# ---- id_pipe ----
id_pipe, floorplan with the power grid:
(2 px per um) Pins as bars on the die edge.
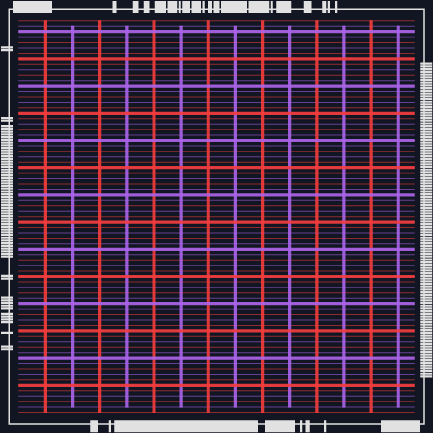

$ cat src/rtl/id_pipe.sv
// MIPS instruction-decode stage: decodes one instruction per cycle, reads and forwards operands,
// resolves branches/jumps, detects load-use hazards and holds the decoded bundle for EX.
module id_pipe #(
    parameter int          NUM_FWD   = 2,
    parameter bit          DS_EN     = 1'b1,
    parameter logic [31:0] InitialPc = 32'h0000_0000
) (
    input  logic                    clk,
    input  logic                    rst,
    input  logic                    in_valid,
    output logic                    in_ready,
    input  logic [31:0]             inst_i,
    input  logic [31:0]             pc_i,
    input  logic                    flush_i,
    input  logic [NUM_FWD-1:0]      fwd_wreg_i,
    input  logic [5*NUM_FWD-1:0]    fwd_wd_i,
    input  logic [32*NUM_FWD-1:0]   fwd_wdata_i,
    input  logic                    ex_is_load_i,
    output logic                    reg1_read_o,
    output logic                    reg2_read_o,
    output logic [4:0]              reg1_addr_o,
    output logic [4:0]              reg2_addr_o,
    input  logic [31:0]             reg1_data_i,
    input  logic [31:0]             reg2_data_i,
    output logic                    out_valid,
    input  logic                    out_ready,
    output logic [7:0]              aluop_o,
    output logic [2:0]              alusel_o,
    output logic [31:0]             reg1_o,
    output logic [31:0]             reg2_o,
    output logic [4:0]              wd_o,
    output logic                    wreg_o,
    output logic [31:0]             inst_o,
    output logic [31:0]             pc_o,
    output logic                    is_delay_slot_o,
    output logic                    invalid_inst_o,
    output logic                    branch_flag_o,
    output logic [31:0]             branch_target_o,
    output logic                    stall_o
);

    localparam logic [7:0] ALU_OP_NOP  = 8'h00;
    localparam logic [7:0] ALU_OP_AND  = 8'h24;
    localparam logic [7:0] ALU_OP_OR   = 8'h25;
    localparam logic [7:0] ALU_OP_XOR  = 8'h26;
    localparam logic [7:0] ALU_OP_SLT  = 8'h2A;
    localparam logic [7:0] ALU_OP_ADDU = 8'h21;
    localparam logic [7:0] ALU_OP_SUBU = 8'h23;
    localparam logic [7:0] ALU_OP_SLL  = 8'h7C;
    localparam logic [7:0] ALU_OP_SRL  = 8'h02;
    localparam logic [7:0] ALU_OP_LW   = 8'hE3;
    localparam logic [7:0] ALU_OP_SW   = 8'hEB;
    localparam logic [7:0] ALU_OP_J    = 8'h4F;
    localparam logic [7:0] ALU_OP_JAL  = 8'h50;
    localparam logic [7:0] ALU_OP_BEQ  = 8'h51;
    localparam logic [7:0] ALU_OP_BNE  = 8'h52;

    localparam logic [2:0] ALU_RES_NOP         = 3'd0;
    localparam logic [2:0] ALU_RES_LOGIC       = 3'd1;
    localparam logic [2:0] ALU_RES_SHIFT       = 3'd2;
    localparam logic [2:0] ALU_RES_ARITH       = 3'd4;
    localparam logic [2:0] ALU_RES_JUMP_BRANCH = 3'd6;
    localparam logic [2:0] ALU_RES_LOAD_STORE  = 3'd7;

    localparam logic [5:0] OP_SPECIAL = 6'h00;
    localparam logic [5:0] OP_J       = 6'h02;
    localparam logic [5:0] OP_JAL     = 6'h03;
    localparam logic [5:0] OP_BEQ     = 6'h04;
    localparam logic [5:0] OP_BNE     = 6'h05;
    localparam logic [5:0] OP_ADDIU   = 6'h09;
    localparam logic [5:0] OP_SLTI    = 6'h0A;
    localparam logic [5:0] OP_ANDI    = 6'h0C;
    localparam logic [5:0] OP_ORI     = 6'h0D;
    localparam logic [5:0] OP_XORI    = 6'h0E;
    localparam logic [5:0] OP_LUI     = 6'h0F;
    localparam logic [5:0] OP_LW      = 6'h23;
    localparam logic [5:0] OP_SW      = 6'h2B;

    localparam logic [5:0] FN_SLL  = 6'h00;
    localparam logic [5:0] FN_SRL  = 6'h02;
    localparam logic [5:0] FN_ADDU = 6'h21;
    localparam logic [5:0] FN_SUBU = 6'h23;
    localparam logic [5:0] FN_AND  = 6'h24;
    localparam logic [5:0] FN_OR   = 6'h25;
    localparam logic [5:0] FN_XOR  = 6'h26;
    localparam logic [5:0] FN_SLT  = 6'h2A;

    typedef struct packed {
        logic [7:0]  aluop;
        logic [2:0]  alusel;
        logic [31:0] reg1;
        logic [31:0] reg2;
        logic [4:0]  wd;
        logic        wreg;
        logic [31:0] inst;
        logic [31:0] pc;
        logic        is_ds;
        logic        invalid;
    } bundle_t;

    // Packed per-source views of the flattened forwarding buses.
    logic [NUM_FWD-1:0][4:0]  fwd_wd;
    logic [NUM_FWD-1:0][31:0] fwd_wdata;
    assign fwd_wd    = fwd_wd_i;
    assign fwd_wdata = fwd_wdata_i;

    logic [5:0]  opcode, funct;
    logic [4:0]  rs, rt, rd, sa;
    logic [15:0] imm16;
    assign opcode = inst_i[31:26];
    assign rs     = inst_i[25:21];
    assign rt     = inst_i[20:16];
    assign rd     = inst_i[15:11];
    assign sa     = inst_i[10:6];
    assign funct  = inst_i[5:0];
    assign imm16  = inst_i[15:0];

    logic [31:0] pc_plus4, pc_plus8;
    assign pc_plus4 = pc_i + 32'd4;
    assign pc_plus8 = pc_i + 32'd8;

    // Decode
    logic        r1_rd, r2_rd;
    logic [31:0] imm;
    logic [7:0]  dec_aluop;
    logic [2:0]  dec_alusel;
    logic [4:0]  dec_wd;
    logic        dec_wreg, dec_invalid;
    logic        is_beq, is_bne, is_j, is_jal, is_shift;

    always_comb begin
        r1_rd       = 1'b0;
        r2_rd       = 1'b0;
        imm         = 32'h0;
        dec_aluop   = ALU_OP_NOP;
        dec_alusel  = ALU_RES_NOP;
        dec_wd      = 5'd0;
        dec_wreg    = 1'b0;
        dec_invalid = 1'b0;
        is_beq      = 1'b0;
        is_bne      = 1'b0;
        is_j        = 1'b0;
        is_jal      = 1'b0;
        is_shift    = 1'b0;
        unique case (opcode)
            OP_SPECIAL: begin
                r1_rd      = 1'b1;
                r2_rd      = 1'b1;
                dec_wd     = rd;
                dec_wreg   = 1'b1;
                dec_alusel = ALU_RES_LOGIC;
                unique case (funct)
                    FN_AND:  dec_aluop = ALU_OP_AND;
                    FN_OR:   dec_aluop = ALU_OP_OR;
                    FN_XOR:  dec_aluop = ALU_OP_XOR;
                    FN_ADDU: begin dec_aluop = ALU_OP_ADDU; dec_alusel = ALU_RES_ARITH; end
                    FN_SUBU: begin dec_aluop = ALU_OP_SUBU; dec_alusel = ALU_RES_ARITH; end
                    FN_SLT:  begin dec_aluop = ALU_OP_SLT;  dec_alusel = ALU_RES_ARITH; end
                    FN_SLL, FN_SRL: begin
                        // Shift amount comes from sa, so rs is never read.
                        dec_aluop  = (funct == FN_SLL) ? ALU_OP_SLL : ALU_OP_SRL;
                        dec_alusel = ALU_RES_SHIFT;
                        r1_rd      = 1'b0;
                        is_shift   = 1'b1;
                    end
                    default: begin
                        r1_rd       = 1'b0;
                        r2_rd       = 1'b0;
                        dec_wd      = 5'd0;
                        dec_wreg    = 1'b0;
                        dec_alusel  = ALU_RES_NOP;
                        dec_invalid = 1'b1;
                    end
                endcase
            end
            OP_ORI, OP_ANDI, OP_XORI: begin
                r1_rd      = 1'b1;
                imm        = {16'h0, imm16};
                dec_wd     = rt;
                dec_wreg   = 1'b1;
                dec_alusel = ALU_RES_LOGIC;
                dec_aluop  = (opcode == OP_ORI)  ? ALU_OP_OR :
                             (opcode == OP_ANDI) ? ALU_OP_AND : ALU_OP_XOR;
            end
            OP_LUI: begin
                imm        = {imm16, 16'h0};
                dec_wd     = rt;
                dec_wreg   = 1'b1;
                dec_aluop  = ALU_OP_OR;
                dec_alusel = ALU_RES_LOGIC;
            end
            OP_ADDIU, OP_SLTI: begin
                r1_rd      = 1'b1;
                imm        = {{16{imm16[15]}}, imm16};
                dec_wd     = rt;
                dec_wreg   = 1'b1;
                dec_alusel = ALU_RES_ARITH;
                dec_aluop  = (opcode == OP_ADDIU) ? ALU_OP_ADDU : ALU_OP_SLT;
            end
            OP_LW: begin
                r1_rd      = 1'b1;
                imm        = {{16{imm16[15]}}, imm16};
                dec_wd     = rt;
                dec_wreg   = 1'b1;
                dec_aluop  = ALU_OP_LW;
                dec_alusel = ALU_RES_LOAD_STORE;
            end
            OP_SW: begin
                // reg2 carries store data; the offset travels in inst_o.
                r1_rd      = 1'b1;
                r2_rd      = 1'b1;
                imm        = {{16{imm16[15]}}, imm16};
                dec_aluop  = ALU_OP_SW;
                dec_alusel = ALU_RES_LOAD_STORE;
            end
            OP_BEQ, OP_BNE: begin
                r1_rd      = 1'b1;
                r2_rd      = 1'b1;
                imm        = {{16{imm16[15]}}, imm16};
                is_beq     = (opcode == OP_BEQ);
                is_bne     = (opcode == OP_BNE);
                dec_aluop  = is_beq ? ALU_OP_BEQ : ALU_OP_BNE;
                dec_alusel = ALU_RES_JUMP_BRANCH;
            end
            OP_J: begin
                is_j       = 1'b1;
                dec_aluop  = ALU_OP_J;
                dec_alusel = ALU_RES_JUMP_BRANCH;
            end
            OP_JAL: begin
                is_jal     = 1'b1;
                dec_wd     = 5'd31;
                dec_wreg   = 1'b1;
                dec_aluop  = ALU_OP_JAL;
                dec_alusel = ALU_RES_JUMP_BRANCH;
            end
            default: dec_invalid = 1'b1;
        endcase
    end

    assign reg1_read_o = r1_rd;
    assign reg2_read_o = r2_rd;
    assign reg1_addr_o = rs;
    assign reg2_addr_o = rt;

    // Per-source address match; r0 never matches.
    logic [NUM_FWD-1:0] hit1, hit2;
    for (genvar k = 0; k < NUM_FWD; k++) begin : g_fwd
        assign hit1[k] = fwd_wreg_i[k] && (fwd_wd[k] == rs) && (rs != 5'd0);
        assign hit2[k] = fwd_wreg_i[k] && (fwd_wd[k] == rt) && (rt != 5'd0);
    end

    // Walk oldest to youngest so the youngest (lowest index) match wins.
    logic [31:0] opnd1, opnd2;
    always_comb begin
        opnd1 = (rs == 5'd0) ? 32'h0 : reg1_data_i;
        opnd2 = (rt == 5'd0) ? 32'h0 : reg2_data_i;
        for (int k = NUM_FWD - 1; k >= 0; k--) begin
            if (hit1[k]) opnd1 = fwd_wdata[k];
            if (hit2[k]) opnd2 = fwd_wdata[k];
        end
    end

    logic [31:0] dec_reg1, dec_reg2;
    always_comb begin
        dec_reg1 = r1_rd ? opnd1 : 32'h0;
        if (is_jal)   dec_reg1 = pc_plus8;
        if (is_shift) dec_reg1 = {27'h0, sa};
        dec_reg2 = r2_rd ? opnd2 : imm;
    end

    logic is_cti, taken, hazard, accept;
    assign is_cti = is_beq | is_bne | is_j | is_jal;
    assign taken  = (is_beq & (opnd1 == opnd2)) | (is_bne & (opnd1 != opnd2)) | is_j | is_jal;

    assign hazard = in_valid & ex_is_load_i & fwd_wreg_i[0] & (fwd_wd[0] != 5'd0) &
                    ((r1_rd & (fwd_wd[0] == rs)) | (r2_rd & (fwd_wd[0] == rt)));

    logic out_valid_q, out_valid_d;
    logic ds_pending_q, ds_pending_d;
    bundle_t bundle_q, bundle_d, dec_bundle, reset_bundle;

    assign in_ready = !rst & !flush_i & !hazard & (!out_valid_q | out_ready);
    assign accept   = in_valid & in_ready;
    assign stall_o  = hazard;

    assign branch_flag_o   = accept & taken;
    assign branch_target_o = (is_j | is_jal) ? {pc_plus4[31:28], inst_i[25:0], 2'b00}
                                             : pc_plus4 + {imm[29:0], 2'b00};

    always_comb begin
        dec_bundle         = '0;
        dec_bundle.aluop   = dec_aluop;
        dec_bundle.alusel  = dec_alusel;
        dec_bundle.reg1    = dec_reg1;
        dec_bundle.reg2    = dec_reg2;
        dec_bundle.wd      = dec_wd;
        dec_bundle.wreg    = dec_wreg;
        dec_bundle.inst    = inst_i;
        dec_bundle.pc      = pc_i;
        dec_bundle.is_ds   = DS_EN & ds_pending_q;
        dec_bundle.invalid = dec_invalid;
        reset_bundle       = '0;
        reset_bundle.pc    = InitialPc;
    end

    // Flush wins over accept and hold; reset is applied in the register itself.
    always_comb begin
        out_valid_d  = out_valid_q;
        ds_pending_d = ds_pending_q;
        bundle_d     = bundle_q;
        if (flush_i) begin
            out_valid_d  = 1'b0;
            ds_pending_d = 1'b0;
        end else if (accept) begin
            bundle_d     = dec_bundle;
            out_valid_d  = 1'b1;
            ds_pending_d = DS_EN & is_cti;
        end else if (out_ready) begin
            out_valid_d  = 1'b0;
        end
    end

    always_ff @(posedge clk) begin
        if (rst) begin
            out_valid_q  <= 1'b0;
            ds_pending_q <= 1'b0;
            bundle_q     <= reset_bundle;
        end else begin
            out_valid_q  <= out_valid_d;
            ds_pending_q <= ds_pending_d;
            bundle_q     <= bundle_d;
        end
    end

    assign out_valid       = out_valid_q;
    assign aluop_o         = bundle_q.aluop;
    assign alusel_o        = bundle_q.alusel;
    assign reg1_o          = bundle_q.reg1;
    assign reg2_o          = bundle_q.reg2;
    assign wd_o            = bundle_q.wd;
    assign wreg_o          = bundle_q.wreg;
    assign inst_o          = bundle_q.inst;
    assign pc_o            = bundle_q.pc;
    assign is_delay_slot_o = bundle_q.is_ds;
    assign invalid_inst_o  = bundle_q.invalid;

endmodule
$ cat config.mk
export PLATFORM = sky130hd
export DESIGN_NAME = id_pipe
export DESIGN_NICKNAME = d
export VERILOG_FILES = /design/src/rtl/id_pipe.sv
export SDC_FILE = /design/constraint.sdc
export NUM_CORES = 1
export LEC_CHECK = 0
export CORE_MARGIN = 4
export CORE_UTILIZATION = 30
export DETAILED_ROUTE_END_ITERATION = 10
export GPL_TIMING_DRIVEN = 0
export HOLD_SLACK_MARGIN = 0.08
export PLACE_DENSITY_LB_ADDON = 0.15
export SLEW_MARGIN = 20
export SYNTH_ARGS = -nofsm -noshare
export SYNTH_HDL_FRONTEND = slang
export SYNTH_SLANG_ARGS = --single-unit
$ cat constraint.sdc
create_clock -name clk -period 16.3 [get_ports clk]
set_input_delay 2.445 -clock clk [delete_from_list [all_inputs] [get_ports clk]]
set_output_delay 2.445 -clock clk [all_outputs]
set_load 0.1 [all_outputs]
# ---- cordic_vector_sequencer ----
--- src/rtl/cordic_pkg.sv ---
// Shared constants and types for the iterative CORDIC vectoring engine:
// atan lookup in integer degrees and the sequencer state encoding.
package cordic_pkg;

  localparam int N_ITER_MAX  = 6;
  localparam int ANGLE_W_DEF = 16;

  typedef logic signed [ANGLE_W_DEF-1:0] angle_t;

  // atan(2^-k) rounded to whole degrees
  localparam angle_t ATAN_TABLE [N_ITER_MAX] = '{
    16'sd45, 16'sd27, 16'sd14, 16'sd7, 16'sd4, 16'sd2
  };

  typedef enum logic [1:0] {
    IDLE,
    ITER,
    DONE
  } state_t;

endpackage

--- src/rtl/cordic_iter_stage.sv ---
// One combinational CORDIC vectoring micro-rotation: drives Q toward zero and
// accumulates the rotated angle. Both shifts use the incoming (old) I/Q.
module cordic_iter_stage
  import cordic_pkg::*;
#(
  parameter int INT_W   = 10,
  parameter int ANGLE_W = 16
) (
  input  logic [INT_W-1:0]   inph,
  input  logic [INT_W-1:0]   quad,
  input  logic [ANGLE_W-1:0] angle,
  input  logic [2:0]         k,
  output logic [INT_W-1:0]   inph_next,
  output logic [INT_W-1:0]   quad_next,
  output logic [ANGLE_W-1:0] angle_next
);

  logic signed [INT_W-1:0]   inph_s;
  logic signed [INT_W-1:0]   quad_s;
  logic signed [INT_W-1:0]   inph_sh;
  logic signed [INT_W-1:0]   quad_sh;
  logic signed [ANGLE_W-1:0] angle_s;
  logic signed [ANGLE_W-1:0] atan_k;

  always_comb begin
    inph_s  = $signed(inph);
    quad_s  = $signed(quad);
    angle_s = $signed(angle);
    inph_sh = inph_s >>> k;
    quad_sh = quad_s >>> k;
    atan_k  = (int'(k) < N_ITER_MAX) ? ANGLE_W'(ATAN_TABLE[k]) : '0;
    if (quad_s < 0) begin
      inph_next  = inph_s - quad_sh;
      quad_next  = quad_s + inph_sh;
      angle_next = angle_s - atan_k;
    end else begin
      inph_next  = inph_s + quad_sh;
      quad_next  = quad_s - inph_sh;
      angle_next = angle_s + atan_k;
    end
  end

endmodule

--- src/rtl/cordic_vector_sequencer.sv ---
// Iterative CORDIC vectoring engine: quadrant pre-rotation on accept, then up
// to N_ITER micro-rotations on a single shared stage; phase out in degrees.
module cordic_vector_sequencer
  import cordic_pkg::*;
#(
  parameter int DATA_W  = 4,
  parameter int FRAC    = 4,
  parameter int N_ITER  = 6,
  parameter int ANGLE_W = 16
) (
  input  logic               clock,
  input  logic               reset,
  input  logic               i_valid,
  output logic               o_ready,
  input  logic [DATA_W-1:0]  i_I,
  input  logic [DATA_W-1:0]  i_Q,
  output logic               o_valid,
  input  logic               i_ready,
  output logic [ANGLE_W-1:0] o_angle
);

  localparam int INT_W = DATA_W + FRAC + 2;

  state_t                    state;
  logic signed [INT_W-1:0]   r_i;
  logic signed [INT_W-1:0]   r_q;
  logic signed [ANGLE_W-1:0] r_z;
  logic [2:0]                r_k;

  logic signed [INT_W-1:0]   x_ext;
  logic signed [INT_W-1:0]   y_ext;
  logic [INT_W-1:0]          i_nx;
  logic [INT_W-1:0]          q_nx;
  logic [ANGLE_W-1:0]        z_nx;

  always_comb begin
    x_ext = {{(INT_W-DATA_W){i_I[DATA_W-1]}}, i_I} <<< FRAC;
    y_ext = {{(INT_W-DATA_W){i_Q[DATA_W-1]}}, i_Q} <<< FRAC;
  end

  cordic_iter_stage #(
    .INT_W   (INT_W),
    .ANGLE_W (ANGLE_W)
  ) u_stage (
    .inph       (r_i),
    .quad       (r_q),
    .angle      (r_z),
    .k          (r_k),
    .inph_next  (i_nx),
    .quad_next  (q_nx),
    .angle_next (z_nx)
  );

  always_ff @(posedge clock) begin
    if (reset) begin
      state   <= IDLE;
      o_valid <= 1'b0;
      o_ready <= 1'b1;
      o_angle <= '0;
      r_i     <= '0;
      r_q     <= '0;
      r_z     <= '0;
      r_k     <= '0;
    end else begin
      case (state)
        IDLE: begin
          if (i_valid) begin
            o_ready <= 1'b0;
            r_k     <= '0;
            state   <= ITER;
            // fold left half-plane inputs into the right half-plane by +/-90
            if (!x_ext[INT_W-1]) begin
              r_i <= x_ext;
              r_q <= y_ext;
              r_z <= '0;
            end else if (!y_ext[INT_W-1]) begin
              r_i <= y_ext;
              r_q <= -x_ext;
              r_z <= ANGLE_W'(90);
            end else begin
              r_i <= -y_ext;
              r_q <= x_ext;
              r_z <= ANGLE_W'(-90);
            end
          end
        end
        ITER: begin
          if (r_q == '0) begin
            state   <= DONE;
            o_valid <= 1'b1;
            o_angle <= r_z;
          end else begin
            r_i <= i_nx;
            r_q <= q_nx;
            r_z <= z_nx;
            if (r_k == 3'(N_ITER - 1)) begin
              state   <= DONE;
              o_valid <= 1'b1;
              o_angle <= z_nx;
            end else begin
              r_k <= r_k + 3'd1;
            end
          end
        end
        DONE: begin
          if (i_ready) begin
            state   <= IDLE;
            o_valid <= 1'b0;
            o_ready <= 1'b1;
          end
        end
        default: state <= IDLE;
      endcase
    end
  end

endmodule

--- config.mk ---
export PLATFORM = sky130hd
export DESIGN_NAME = cordic_vector_sequencer
export DESIGN_NICKNAME = d
export VERILOG_FILES = /design/src/rtl/cordic_pkg.sv /design/src/rtl/cordic_iter_stage.sv /design/src/rtl/cordic_vector_sequencer.sv
export SDC_FILE = /design/constraint.sdc
export NUM_CORES = 1
export LEC_CHECK = 0
export CORE_MARGIN = 10
export CORE_UTILIZATION = 62
export DETAILED_ROUTE_END_ITERATION = 12
export GPL_ROUTABILITY_DRIVEN = 0
export PLACE_DENSITY = 0.83
export SYNTH_ARGS = -nofsm -noshare
export SYNTH_HDL_FRONTEND = slang
export SYNTH_SLANG_ARGS = --single-unit
--- constraint.sdc ---
create_clock -name clock -period 4.52 [get_ports clock]
set_input_delay 1.356 -clock clock [delete_from_list [all_inputs] [get_ports clock]]
set_output_delay 1.356 -clock clock [all_outputs]
set_load 0.05 [all_outputs]
# ---- regfile_scoreboard ----
===== config.mk =====
export PLATFORM = sky130hd
export DESIGN_NAME = regfile_scoreboard
export DESIGN_NICKNAME = d
export VERILOG_FILES = /design/src/rtl/regfile_pkg.sv /design/src/rtl/regfile_scoreboard_register_n.sv /design/src/rtl/regfile_scoreboard.sv
export SDC_FILE = /design/constraint.sdc
export NUM_CORES = 2
export LEC_CHECK = 0
export CORE_MARGIN = 2
export CORE_UTILIZATION = 38
export CTS_CLUSTER_SIZE = 30
export DETAILED_ROUTE_END_ITERATION = 7
export MAX_ROUTING_LAYER = met4
export PLACE_DENSITY_LB_ADDON = 0.15
export SYNTH_ARGS = -nofsm -noshare
export SYNTH_HDL_FRONTEND = slang
export SYNTH_SLANG_ARGS = --single-unit

===== constraint.sdc =====
create_clock -name Clk -period 46.9 [get_ports Clk]
set_input_delay 11.725 -clock Clk [delete_from_list [all_inputs] [get_ports Clk]]
set_output_delay 11.725 -clock Clk [all_outputs]
set_load 0.005 [all_outputs]

===== src/rtl/regfile_pkg.sv =====
// Shared constants and helpers for the general-register file with pending-write scoreboard.
package regfile_pkg;

  localparam int DEF_WIDTH    = 32;
  localparam int DEF_NUM_REGS = 32;
  localparam int GR0          = 0;
  localparam int MAX_REGS     = 1024;

  // Callers zero-extend their pending vector to MAX_REGS bits before counting.
  function automatic int unsigned popcount(input logic [MAX_REGS-1:0] v);
    int unsigned n;
    n = 0;
    for (int i = 0; i < MAX_REGS; i++) begin
      n += 32'(v[i]);
    end
    return n;
  endfunction

endpackage


===== src/rtl/regfile_scoreboard_register_n.sv =====
// One general-register storage cell with load enable and asynchronous clear.
module register_n #(
  parameter int WIDTH = 32
) (
  input  logic             Clk,
  input  logic             Clr,
  input  logic             LE,
  input  logic [WIDTH-1:0] D,
  output logic [WIDTH-1:0] Q
);

  always_ff @(posedge Clk or posedge Clr) begin
    if (Clr) begin
      Q <= '0;
    end else if (LE) begin
      Q <= D;
    end
  end

endmodule


===== src/rtl/regfile_scoreboard.sv =====
// General-register file (2 async reads, 1 sync write, GR0 = 0) with a per-register
// pending-write scoreboard for RAW hazard detection in ID.
module regfile_scoreboard
  import regfile_pkg::*;
#(
  parameter  int WIDTH    = DEF_WIDTH,
  parameter  int NUM_REGS = DEF_NUM_REGS,
  parameter  int BYPASS   = 1,
  localparam int AW       = $clog2(NUM_REGS)
) (
  input  logic             Clk,
  input  logic             Clr,
  input  logic [AW-1:0]    ra_a,
  input  logic [AW-1:0]    ra_b,
  output logic [WIDTH-1:0] rd_a,
  output logic [WIDTH-1:0] rd_b,
  output logic             busy_a,
  output logic             busy_b,
  input  logic             we,
  input  logic [AW-1:0]    wa,
  input  logic [WIDTH-1:0] wd,
  input  logic             issue_en,
  input  logic [AW-1:0]    issue_rd,
  input  logic             flush,
  output logic [AW:0]      pending_cnt
);

  localparam logic [AW-1:0] ZERO_ADDR = AW'(GR0);

  logic [WIDTH-1:0]    q [NUM_REGS];
  logic [NUM_REGS-1:0] pending;
  logic [NUM_REGS-1:0] pending_nxt;
  logic [MAX_REGS-1:0] pending_ext;
  logic                wr_valid;
  logic                fwd_a;
  logic                fwd_b;

  assign q[0]     = '0;
  assign wr_valid = we && (wa != ZERO_ADDR);

  for (genvar i = 1; i < NUM_REGS; i++) begin : g_reg
    register_n #(.WIDTH(WIDTH)) u_reg (
      .Clk (Clk),
      .Clr (Clr),
      .LE  (we && (wa == AW'(i))),
      .D   (wd),
      .Q   (q[i])
    );
  end

  // A new producer supersedes a retiring one on the same register, so set follows clear.
  always_comb begin
    pending_nxt = pending;
    if (!flush) begin
      if (wr_valid) begin
        pending_nxt[wa] = 1'b0;
      end
      if (issue_en && (issue_rd != ZERO_ADDR)) begin
        pending_nxt[issue_rd] = 1'b1;
      end
    end else begin
      pending_nxt = '0;
    end
    pending_nxt[GR0] = 1'b0;
  end

  always_ff @(posedge Clk or posedge Clr) begin
    if (Clr) begin
      pending <= '0;
    end else begin
      pending <= pending_nxt;
    end
  end

  assign fwd_a = (BYPASS != 0) && wr_valid && (wa == ra_a);
  assign fwd_b = (BYPASS != 0) && wr_valid && (wa == ra_b);

  // Outputs are forced low during Clr so a forwarded wd cannot leak out.
  always_comb begin
    rd_a   = '0;
    busy_a = 1'b0;
    if (!Clr && (ra_a != ZERO_ADDR)) begin
      rd_a   = fwd_a ? wd : q[ra_a];
      busy_a = fwd_a ? 1'b0 : pending[ra_a];
    end
  end

  always_comb begin
    rd_b   = '0;
    busy_b = 1'b0;
    if (!Clr && (ra_b != ZERO_ADDR)) begin
      rd_b   = fwd_b ? wd : q[ra_b];
      busy_b = fwd_b ? 1'b0 : pending[ra_b];
    end
  end

  always_comb begin
    pending_ext                = '0;
    pending_ext[NUM_REGS-1:0]  = pending;
  end

  assign pending_cnt = Clr ? '0 : (AW+1)'(popcount(pending_ext));

endmodule


# ---- pulse_divider ----
`src/rtl/pulse_divider.sv`:
```
// pulse_divider: programmable divider that emits a registered one-cycle
// tick every N enabled clock cycles.
//
// A new divisor loaded mid-period is held pending and applied at the next
// terminal count, so the period in flight always completes. A load on a
// terminal-count edge, a paused edge, or while stopped is applied at once.
// A divisor of 0 stops the divider.
//
// Optional build macro SQUARE_OUT_EN adds oSquare, a 50% duty square wave
// with a period of 2N enabled cycles.
module pulse_divider #(
    parameter int WIDTH     = 26,
    parameter int DIV_RESET = 50_000_000
) (
    input  logic             iClk,
    input  logic             irst,
    input  logic             iEn,
    input  logic             iLoad,
    input  logic [WIDTH-1:0] iDiv,
    output logic             oPulse,
    output logic             oPending,
    output logic [WIDTH-1:0] oCount
`ifdef SQUARE_OUT_EN
    ,
    output logic             oSquare
`endif
);

    localparam logic [WIDTH-1:0] DIV_INIT = WIDTH'(DIV_RESET);

    logic [WIDTH-1:0] rCnt;
    logic [WIDTH-1:0] rDiv;
    logic [WIDTH-1:0] rPend;
    logic             rPulse;
    logic             rPending;

    logic [WIDTH-1:0] cnt_nxt;
    logic [WIDTH-1:0] div_nxt;
    logic [WIDTH-1:0] pend_nxt;
    logic             pulse_nxt;
    logic             pending_nxt;

    logic             div_zero;
    logic             terminal;

`ifdef SQUARE_OUT_EN
    logic             rSquare;
    logic             square_nxt;
`endif

    // The counter never exceeds rDiv-1, so equality is a complete terminal test.
    assign div_zero = (rDiv == '0);
    assign terminal = (rCnt == rDiv - WIDTH'(1));

    // Next-state selection; priority is stopped, then paused, then terminal, then counting.
    always_comb begin
        cnt_nxt     = rCnt;
        div_nxt     = rDiv;
        pend_nxt    = rPend;
        pending_nxt = rPending;
        pulse_nxt   = 1'b0;
`ifdef SQUARE_OUT_EN
        square_nxt  = rSquare;
`endif
        if (div_zero) begin
            // Stopped: counter parked at zero; a load restarts it immediately.
            cnt_nxt = '0;
`ifdef SQUARE_OUT_EN
            square_nxt = 1'b0;
`endif
            if (iLoad) begin
                div_nxt     = iDiv;
                pending_nxt = 1'b0;
            end
        end else if (!iEn) begin
            // Paused: count held; a load applies now and restarts the period.
            if (iLoad) begin
                div_nxt     = iDiv;
                cnt_nxt     = '0;
                pending_nxt = 1'b0;
            end
        end else if (terminal) begin
            cnt_nxt   = '0;
            pulse_nxt = 1'b1;
`ifdef SQUARE_OUT_EN
            square_nxt = ~rSquare;
`endif
            // A fresh load takes priority over an older pending value.
            if (iLoad) begin
                div_nxt     = iDiv;
                pending_nxt = 1'b0;
            end else if (rPending) begin
                div_nxt     = rPend;
                pending_nxt = 1'b0;
            end
        end else begin
            cnt_nxt = rCnt + WIDTH'(1);
            // Mid-period load: park it until the period ends; last load wins.
            if (iLoad) begin
                pend_nxt    = iDiv;
                pending_nxt = 1'b1;
            end
        end
    end

    // State register with synchronous reset overriding every other input.
    always_ff @(posedge iClk) begin
        if (irst) begin
            rCnt     <= '0;
            rDiv     <= DIV_INIT;
            rPend    <= '0;
            rPulse   <= 1'b0;
            rPending <= 1'b0;
        end else begin
            rCnt     <= cnt_nxt;
            rDiv     <= div_nxt;
            rPend    <= pend_nxt;
            rPulse   <= pulse_nxt;
            rPending <= pending_nxt;
        end
    end

`ifdef SQUARE_OUT_EN
    // Square-wave register: toggles on terminal counts, cleared by reset.
    always_ff @(posedge iClk) begin
        if (irst) begin
            rSquare <= 1'b0;
        end else begin
            rSquare <= square_nxt;
        end
    end

    assign oSquare = rSquare;
`endif

    assign oCount   = rCnt;
    assign oPulse   = rPulse;
    assign oPending = rPending;

endmodule

```
`config.mk`:
```
export PLATFORM = sky130hd
export DESIGN_NAME = pulse_divider
export DESIGN_NICKNAME = d
export VERILOG_FILES = /design/src/rtl/pulse_divider.sv
export SDC_FILE = /design/constraint.sdc
export NUM_CORES = 1
export LEC_CHECK = 0
export CORE_MARGIN = 4
export CORE_UTILIZATION = 45
export DETAILED_ROUTE_END_ITERATION = 16
export MAX_ROUTING_LAYER = met4
export PLACE_DENSITY = 0.66
export SLEW_MARGIN = 15
export SYNTH_ARGS = -nofsm -noshare
export SYNTH_HDL_FRONTEND = slang
export SYNTH_SLANG_ARGS = --single-unit
```
`constraint.sdc`:
```
create_clock -name iClk -period 6.25 [get_ports iClk]
set_input_delay 0.625 -clock iClk [delete_from_list [all_inputs] [get_ports iClk]]
set_output_delay 0.625 -clock iClk [all_outputs]
set_load 0.05 [all_outputs]
```
regfile_scoreboard, clock wiring as the flow saved it:
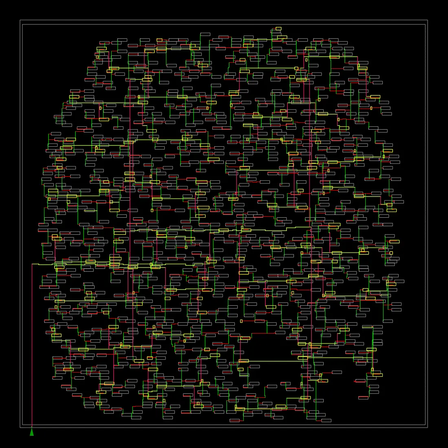
CTS Buf Count: 117
Insertion Delay late pin: 740 ps
clkbuf count: 173
Clk power: 0.949 mW

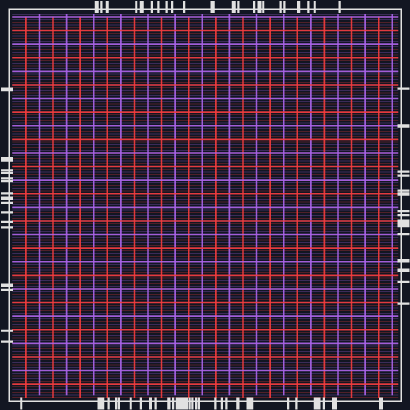
regfile_scoreboard: floorplan with the power grid
(1 px per um) Pins as bars on the die edge.
colour	net
red	VSS
purple	VDD
rows	141
met4 straps	28
met1 rails	142
die outline width: 390 um
worst vdd ir: 31.3 uV

==> run notes, regfile_scoreboard <==
Synthesis and PnR results.

- The number of cells traversed by the worst register-to-register path reads 3.
- The startpoint of the most critical hold path is g_reg[23].u_reg.Q[15].
- For the worst reg-to-reg path, the endpoint reported by OpenROAD is pending[29].
- Compared with the post-synthesis result, the final layout area differs by 11.9%.
- The initial utilization of the core area, before any placement, comes to 0.383.
- The top cell family by delay on the critical path is buffers and inverters.
- STA puts the critical path data required time at 35170 ps.
- For this sky-water flow run, the detailed-routed wirelength per cell is reported as 34.1 um.
- The clock sink count is 1023.
- The run finished with clean final reports.
- The initial detailed-routing violation count is 3473.
- The library cell occupying the most area in the post-synthesis netlist is dfrtp_1.
- The logic gate fraction of the total cell area reads 0.459.
- The number of port buffers reads ~130.
- The first global-routing pass estimated 296000 um of wire.
- After detailed routing, no signal wire sits above met4.
- In this run, synthesis produced a sequential element count of 1023.
- The areal power density over the cells reads 41.9 mW/mm^2.
- The clock network fraction of total power is 0.357.
- The post-cts resize count reads 0.
- The global routing report lists met2 layer usage as 0.444.
- The slack of the worst reg-to-reg path is between 40000 and 50000 ps.
- The final setup slack of the worst path is 18370 ps.
- The startpoint type of the worst setup path reads a primary input.
- The layer with the highest usage after global routing is met2.
- Yosys reports a chip area of about 0.057 mm^2.
- For this run, the register share of the synthesized area comes to 0.451.
- The number of flip-flops and latches is 1023.
- In this design, the stage delay of the slowest critical-path cell is 750 ps.
- The proportion of netlist area held by the largest area contributor reads 0.451.
- The synthesized design contains 0 enable-type register cells.
- The via count of the routed design is between 30000 and 40000.
- The sequential-cell power consumption reads approximately 1.2 mW.
- The critical path's slowest cell is buf_4.
- The worst slack on hold paths is 521 ps.
- The total count of max-transition violations in the final report is 0.
- For reference, the critical path cell chain is buf_8 -> buf_4 -> buf_4 -> buf_4 -> nand2b_2 -> buf_4 -> o22ai_1 -> a211o_1 -> a31oi_1 -> a21oi_1 -> clkdlybuf4s50_1.
- Looking at the setup timing report, the critical path kind is primary input to output port.
- Setup repair after global routing left no endpoint under its margin.
- The count of instantiated cells in the yosys netlist is 4094.
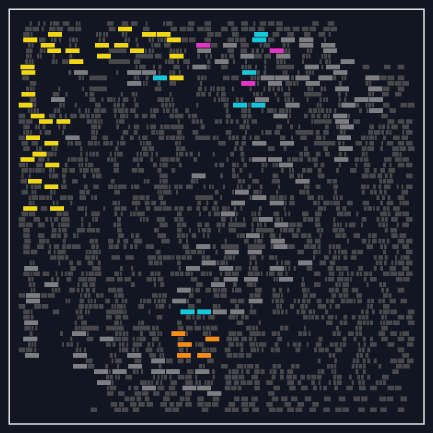
id_pipe: where the registers sit
(2 px per um)
colour	netlist name	sequential cells
yellow	pc_o	32
magenta	alusel_o	3
orange	wd_o	5
cyan	aluop_o	8
post-layout util: 0.436
fraction of area in registers: 0.176
sequential power: 0.386 mW
Sequential Area: 0.00298 mm^2

About 'floorplan with the power grid' of id_pipe:
colour	net
red	VSS
purple	VDD
signal pins	405
met4 straps	14
rows	72
met5 straps	14
met1 rails	73
y dimension of the die: 207 um
worst vdd ir: 72.4 uV

==> run notes, id_pipe <==
Synthesis and PnR results.

- The met1 routing resource usage after global routing is 0.388.
- The total power is between 1 and 1.5 mW.
- The finished design was reported to have a net count of 2336.
- The average instance area after synthesis reads 7.00 um^2.
- The clock-pin slew on the worst setup and hold paths is 60 ps.
- The initial detailed-routing violation count is roughly 1400.
- The finished layout holds 2628 standard cells, fillers aside.
- The proportion of netlist area held by the largest area contributor is 0.252.
- The total number of placement rows is slightly above 70.
- The timing report notes that buffer and inverter cells on the critical path total 4.
- The startpoint type of the worst setup path is a primary input.
- The most frequently used flop master after synthesis reads dfxtp_1.
- The final cell area excluding filler cells is around 0.017 mm^2.
- The number of global-route vias before repair reads 14400.
- The synthesized design contains 0 enable-type register cells.
- The library cell occupying the most area in the post-synthesis netlist reads dfxtp_1.
- Dividing the final minimum period by the clock period gives 0.696.
- The total routing usage reported by global routing is 0.306.
- The sum of routed wire length over all layers reads 68900 um.
- The floorplan net count reads about 1900.
- The number of optimization iterations in the first detailed-route pass is 6.
- The flow ran to the end, and the final reports show no timing, DRC or antenna violations.
- The count of instantiated cells in the yosys netlist reads 1692.
- For this run the top cell type by instance count after synthesis was nand2_1.
- The most area-hungry cell class in the final design reads logic gates.
- The chip footprint reads between 0.04 and 0.05 mm^2.
- The startpoint of the most critical register-to-register path reads out_valid.
- The critical path starts at inst_i[27].
- The total grt overflow reads 0.
- The diode insertion count for antenna repair reads 2.
- The post-synth design cell area is between 0.01 and 0.015 mm^2.
- The top power consumer group reads combinational logic.
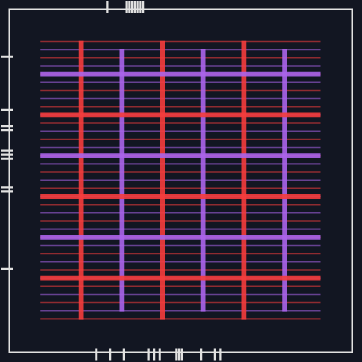
cordic_vector_sequencer: floorplan with the power grid
(3 px per um) Pins as bars on the die edge.
colour	net
red	VSS
purple	VDD
signal pins	30
rows	34
met5 straps	6
worst vdd ir: 393 uV
total core area: 0.00864 mm^2
y dimension of the die: 114 um
die outline width: 114 um

==> run notes, cordic_vector_sequencer <==
Synthesis and PnR results.

- The flow ran to the end, and the final reports show no timing, DRC or antenna violations.
- Fill cells in the final layout number between 600 and 700.
- Gates resized during post-CTS repair numbered 0.
- The post-route DRC violation count is 0.
- In the placement report, post-DP HPWL is listed as 11500 um.
- The share of synthesized registers carrying an async set or reset is 0.
- The diode insertion count for antenna repair is 0.
- The clock network fraction of total power reads 0.092.
- Broken down by cell family, the worst path's largest delay share belongs to AND-OR/OR-AND gates.
- The first-pass GRT wire length is 26300 um.
- The number of antenna violations at the first check in global routing came to 0.
- The adder-cell area share of the yosys netlist reads 0.112.
- The number of flip-flops and latches reads a little under 60.
- The number of setup violations in the final report is 0.
- The most repeated library cell on the critical path is a21oi_1.
- In the final layout, the registers with the most flip-flops are o_angle: 16 flops, r_z: 16 flops.
- During synthesis, Yosys emitted a total of 0 warnings.
- The average instance in the mapped netlist occupies roughly 8 um^2.
- The critical path class reads flop to flop.
- The setup slack at placement reads between 300 and 400 ps.
- The met1 routing resource usage after global routing reads 0.293.
- The worst max-slew margin expressed relative to the limit is 0.283.
- The most frequently used cell type in the post-synthesis netlist is nor2_1.
- The number of maximum-capacitance violations recorded for the run is 0.
- The final setup slack of the worst path is 427 ps.
- Leaving out the clock tree, the finished layout contains an inverter count of 28.
- The post-synthesis to final-layout area growth reads 9.26%.
- The number of nets handed over by synthesis was about 760.
- The critical register-to-register path endpoint is r_q[8].
- The total routing usage reported by global routing is 0.243.
- The analysis attributes to net switching a power of 2.61 mW.
- The post-synth design cell area is between 0.005 and 0.006 mm^2.
- Per the post-synthesis report, the number of cells in the design is between 600 and 700.
- The flop and latch count out of synthesis is 59.
- For this block, the via count after detailed routing is between 5000 and 6000.
- The report gives the cell count of the worst hold path as 2.
- The startpoint type of the worst setup path is a flop.
- The dominant non-sequential cell family after synthesis reads AND-OR/OR-AND gates.
- The sequential group share of total power is 0.179.
- The CTS tree reads built.
- The highest metal layer with signal wires is met4.
- The number of distinct standard cells referenced by the synthesized netlist is approximately 70.
- The total number of placement rows reads 34.
- The deepest clock path buffer count reads 2.
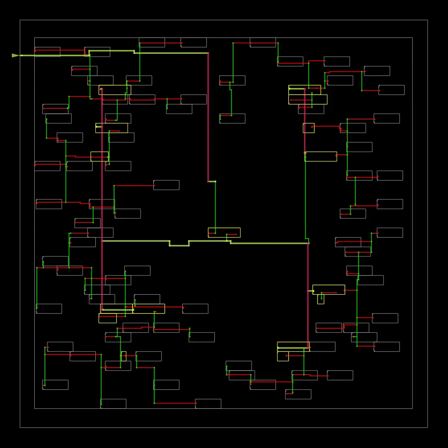
pulse_divider: clock wiring as the flow saved it
clkbuf count: 12
Clk power: 0.548 mW
count of flip-flops and latches: 80
clk sinks: 80

==> run notes, pulse_divider <==
Synthesis and PnR results.

- The sum of routed wire length over all layers is 15800 um.
- The diode insertion count for antenna repair is 0.
- The most repeated library cell on the critical path reads nand2_1.
- The flow ran to the end, and the final reports show no timing, DRC or antenna violations.
- The final cell area excluding filler cells is 0.00614 mm^2.
- The average wire length per cell after detail routing is ~18 um.
- The areal power density over the cells is roughly 210 mW/mm^2.
- The share of synthesized area in the top cell type comes to 0.302.
- The global routing report lists met3 layer usage as 0.0316.
- The startpoint of the most critical hold path reads rPend[24].
- The register cell area after layout reads ~0.0016 mm^2.
- The count of library flops with an enable pin reads 0.
- The stage delay of the slowest cell on the critical path reads between 800 and 900 ps.
- The remaining antenna violation count is 0.
- The logic gate fraction of the total cell area reads 0.550.
- The number of cells traversed by the worst register-to-register path is 10.
- Per the synthesis report, the XOR/XNOR share of the synthesized area is 0.0578.
- The sequential-cell power consumption is 0.565 mW.
- The post-synth design cell area is 0.00531 mm^2.

==> screenshots <==
Placement density heat map.
Plate I
(3 px per um) 11 x 11 tiles, from black (low) to pale yellow (high), 0 to 100% covered.
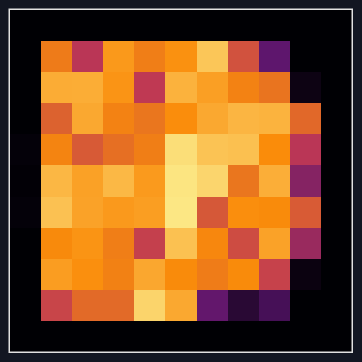
Plate II
(1 px per um) 39 x 39 tiles, from black (low) to pale yellow (high), 0 to 100% covered.
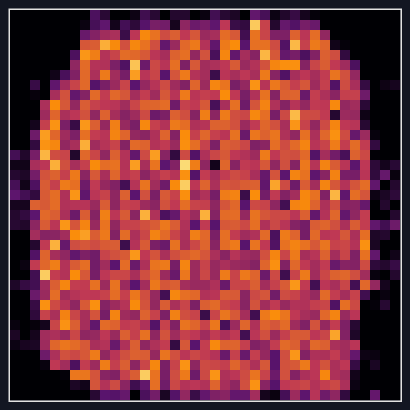
Plate III
(2 px per um) 21 x 21 tiles, from black (low) to pale yellow (high), 0 to 100% covered.
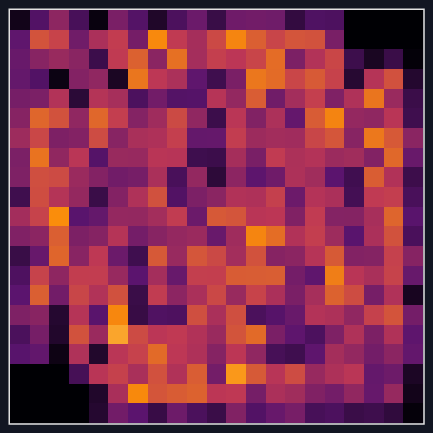
Plate IV
(3 px per um) 12 x 12 tiles, from black (low) to pale yellow (high), 0 to 100% covered.
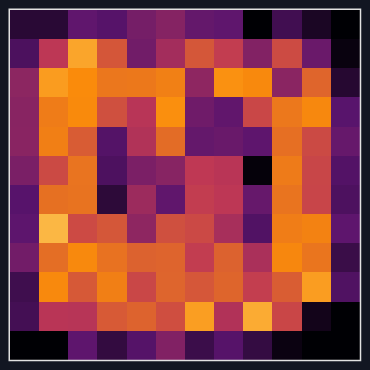
Plate I comes from cordic_vector_sequencer.
Plate IV comes from pulse_divider.
Plate III comes from id_pipe.
Plate II comes from regfile_scoreboard.
The one with the largest die is Plate II.
The one with the highest utilization is Plate I.

Key to Plate I:
densest ninth of the die	centre
fullest tile	95%
nearly empty tiles	35%
emptiest ninth of the die	lower right



==> gallery <==
Met2 routing.
panel A
(3 px per um)
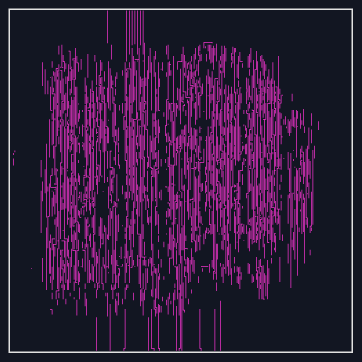
panel B
(2 px per um)
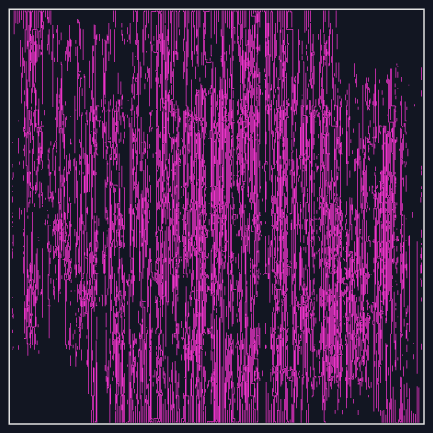
panel C
(3 px per um)
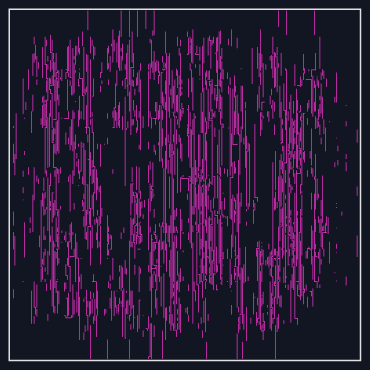
panel D
(1 px per um)
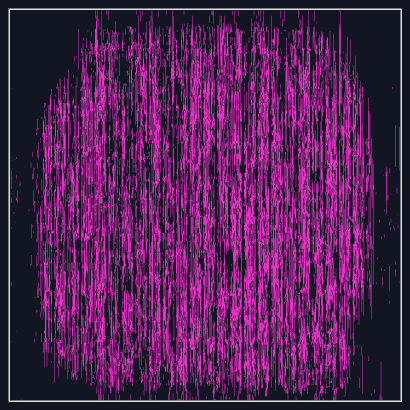
Panel C comes from pulse_divider.
Panel B comes from id_pipe.
Panel A comes from cordic_vector_sequencer.
Panel D comes from regfile_scoreboard.
- largest die: panel D

Key to panel D:
share of all routed wire	48%
nets with wire on the layer	3653
longest straight run	150 um

Power figures rest on the tool's default switching activity, not on a simulated workload.
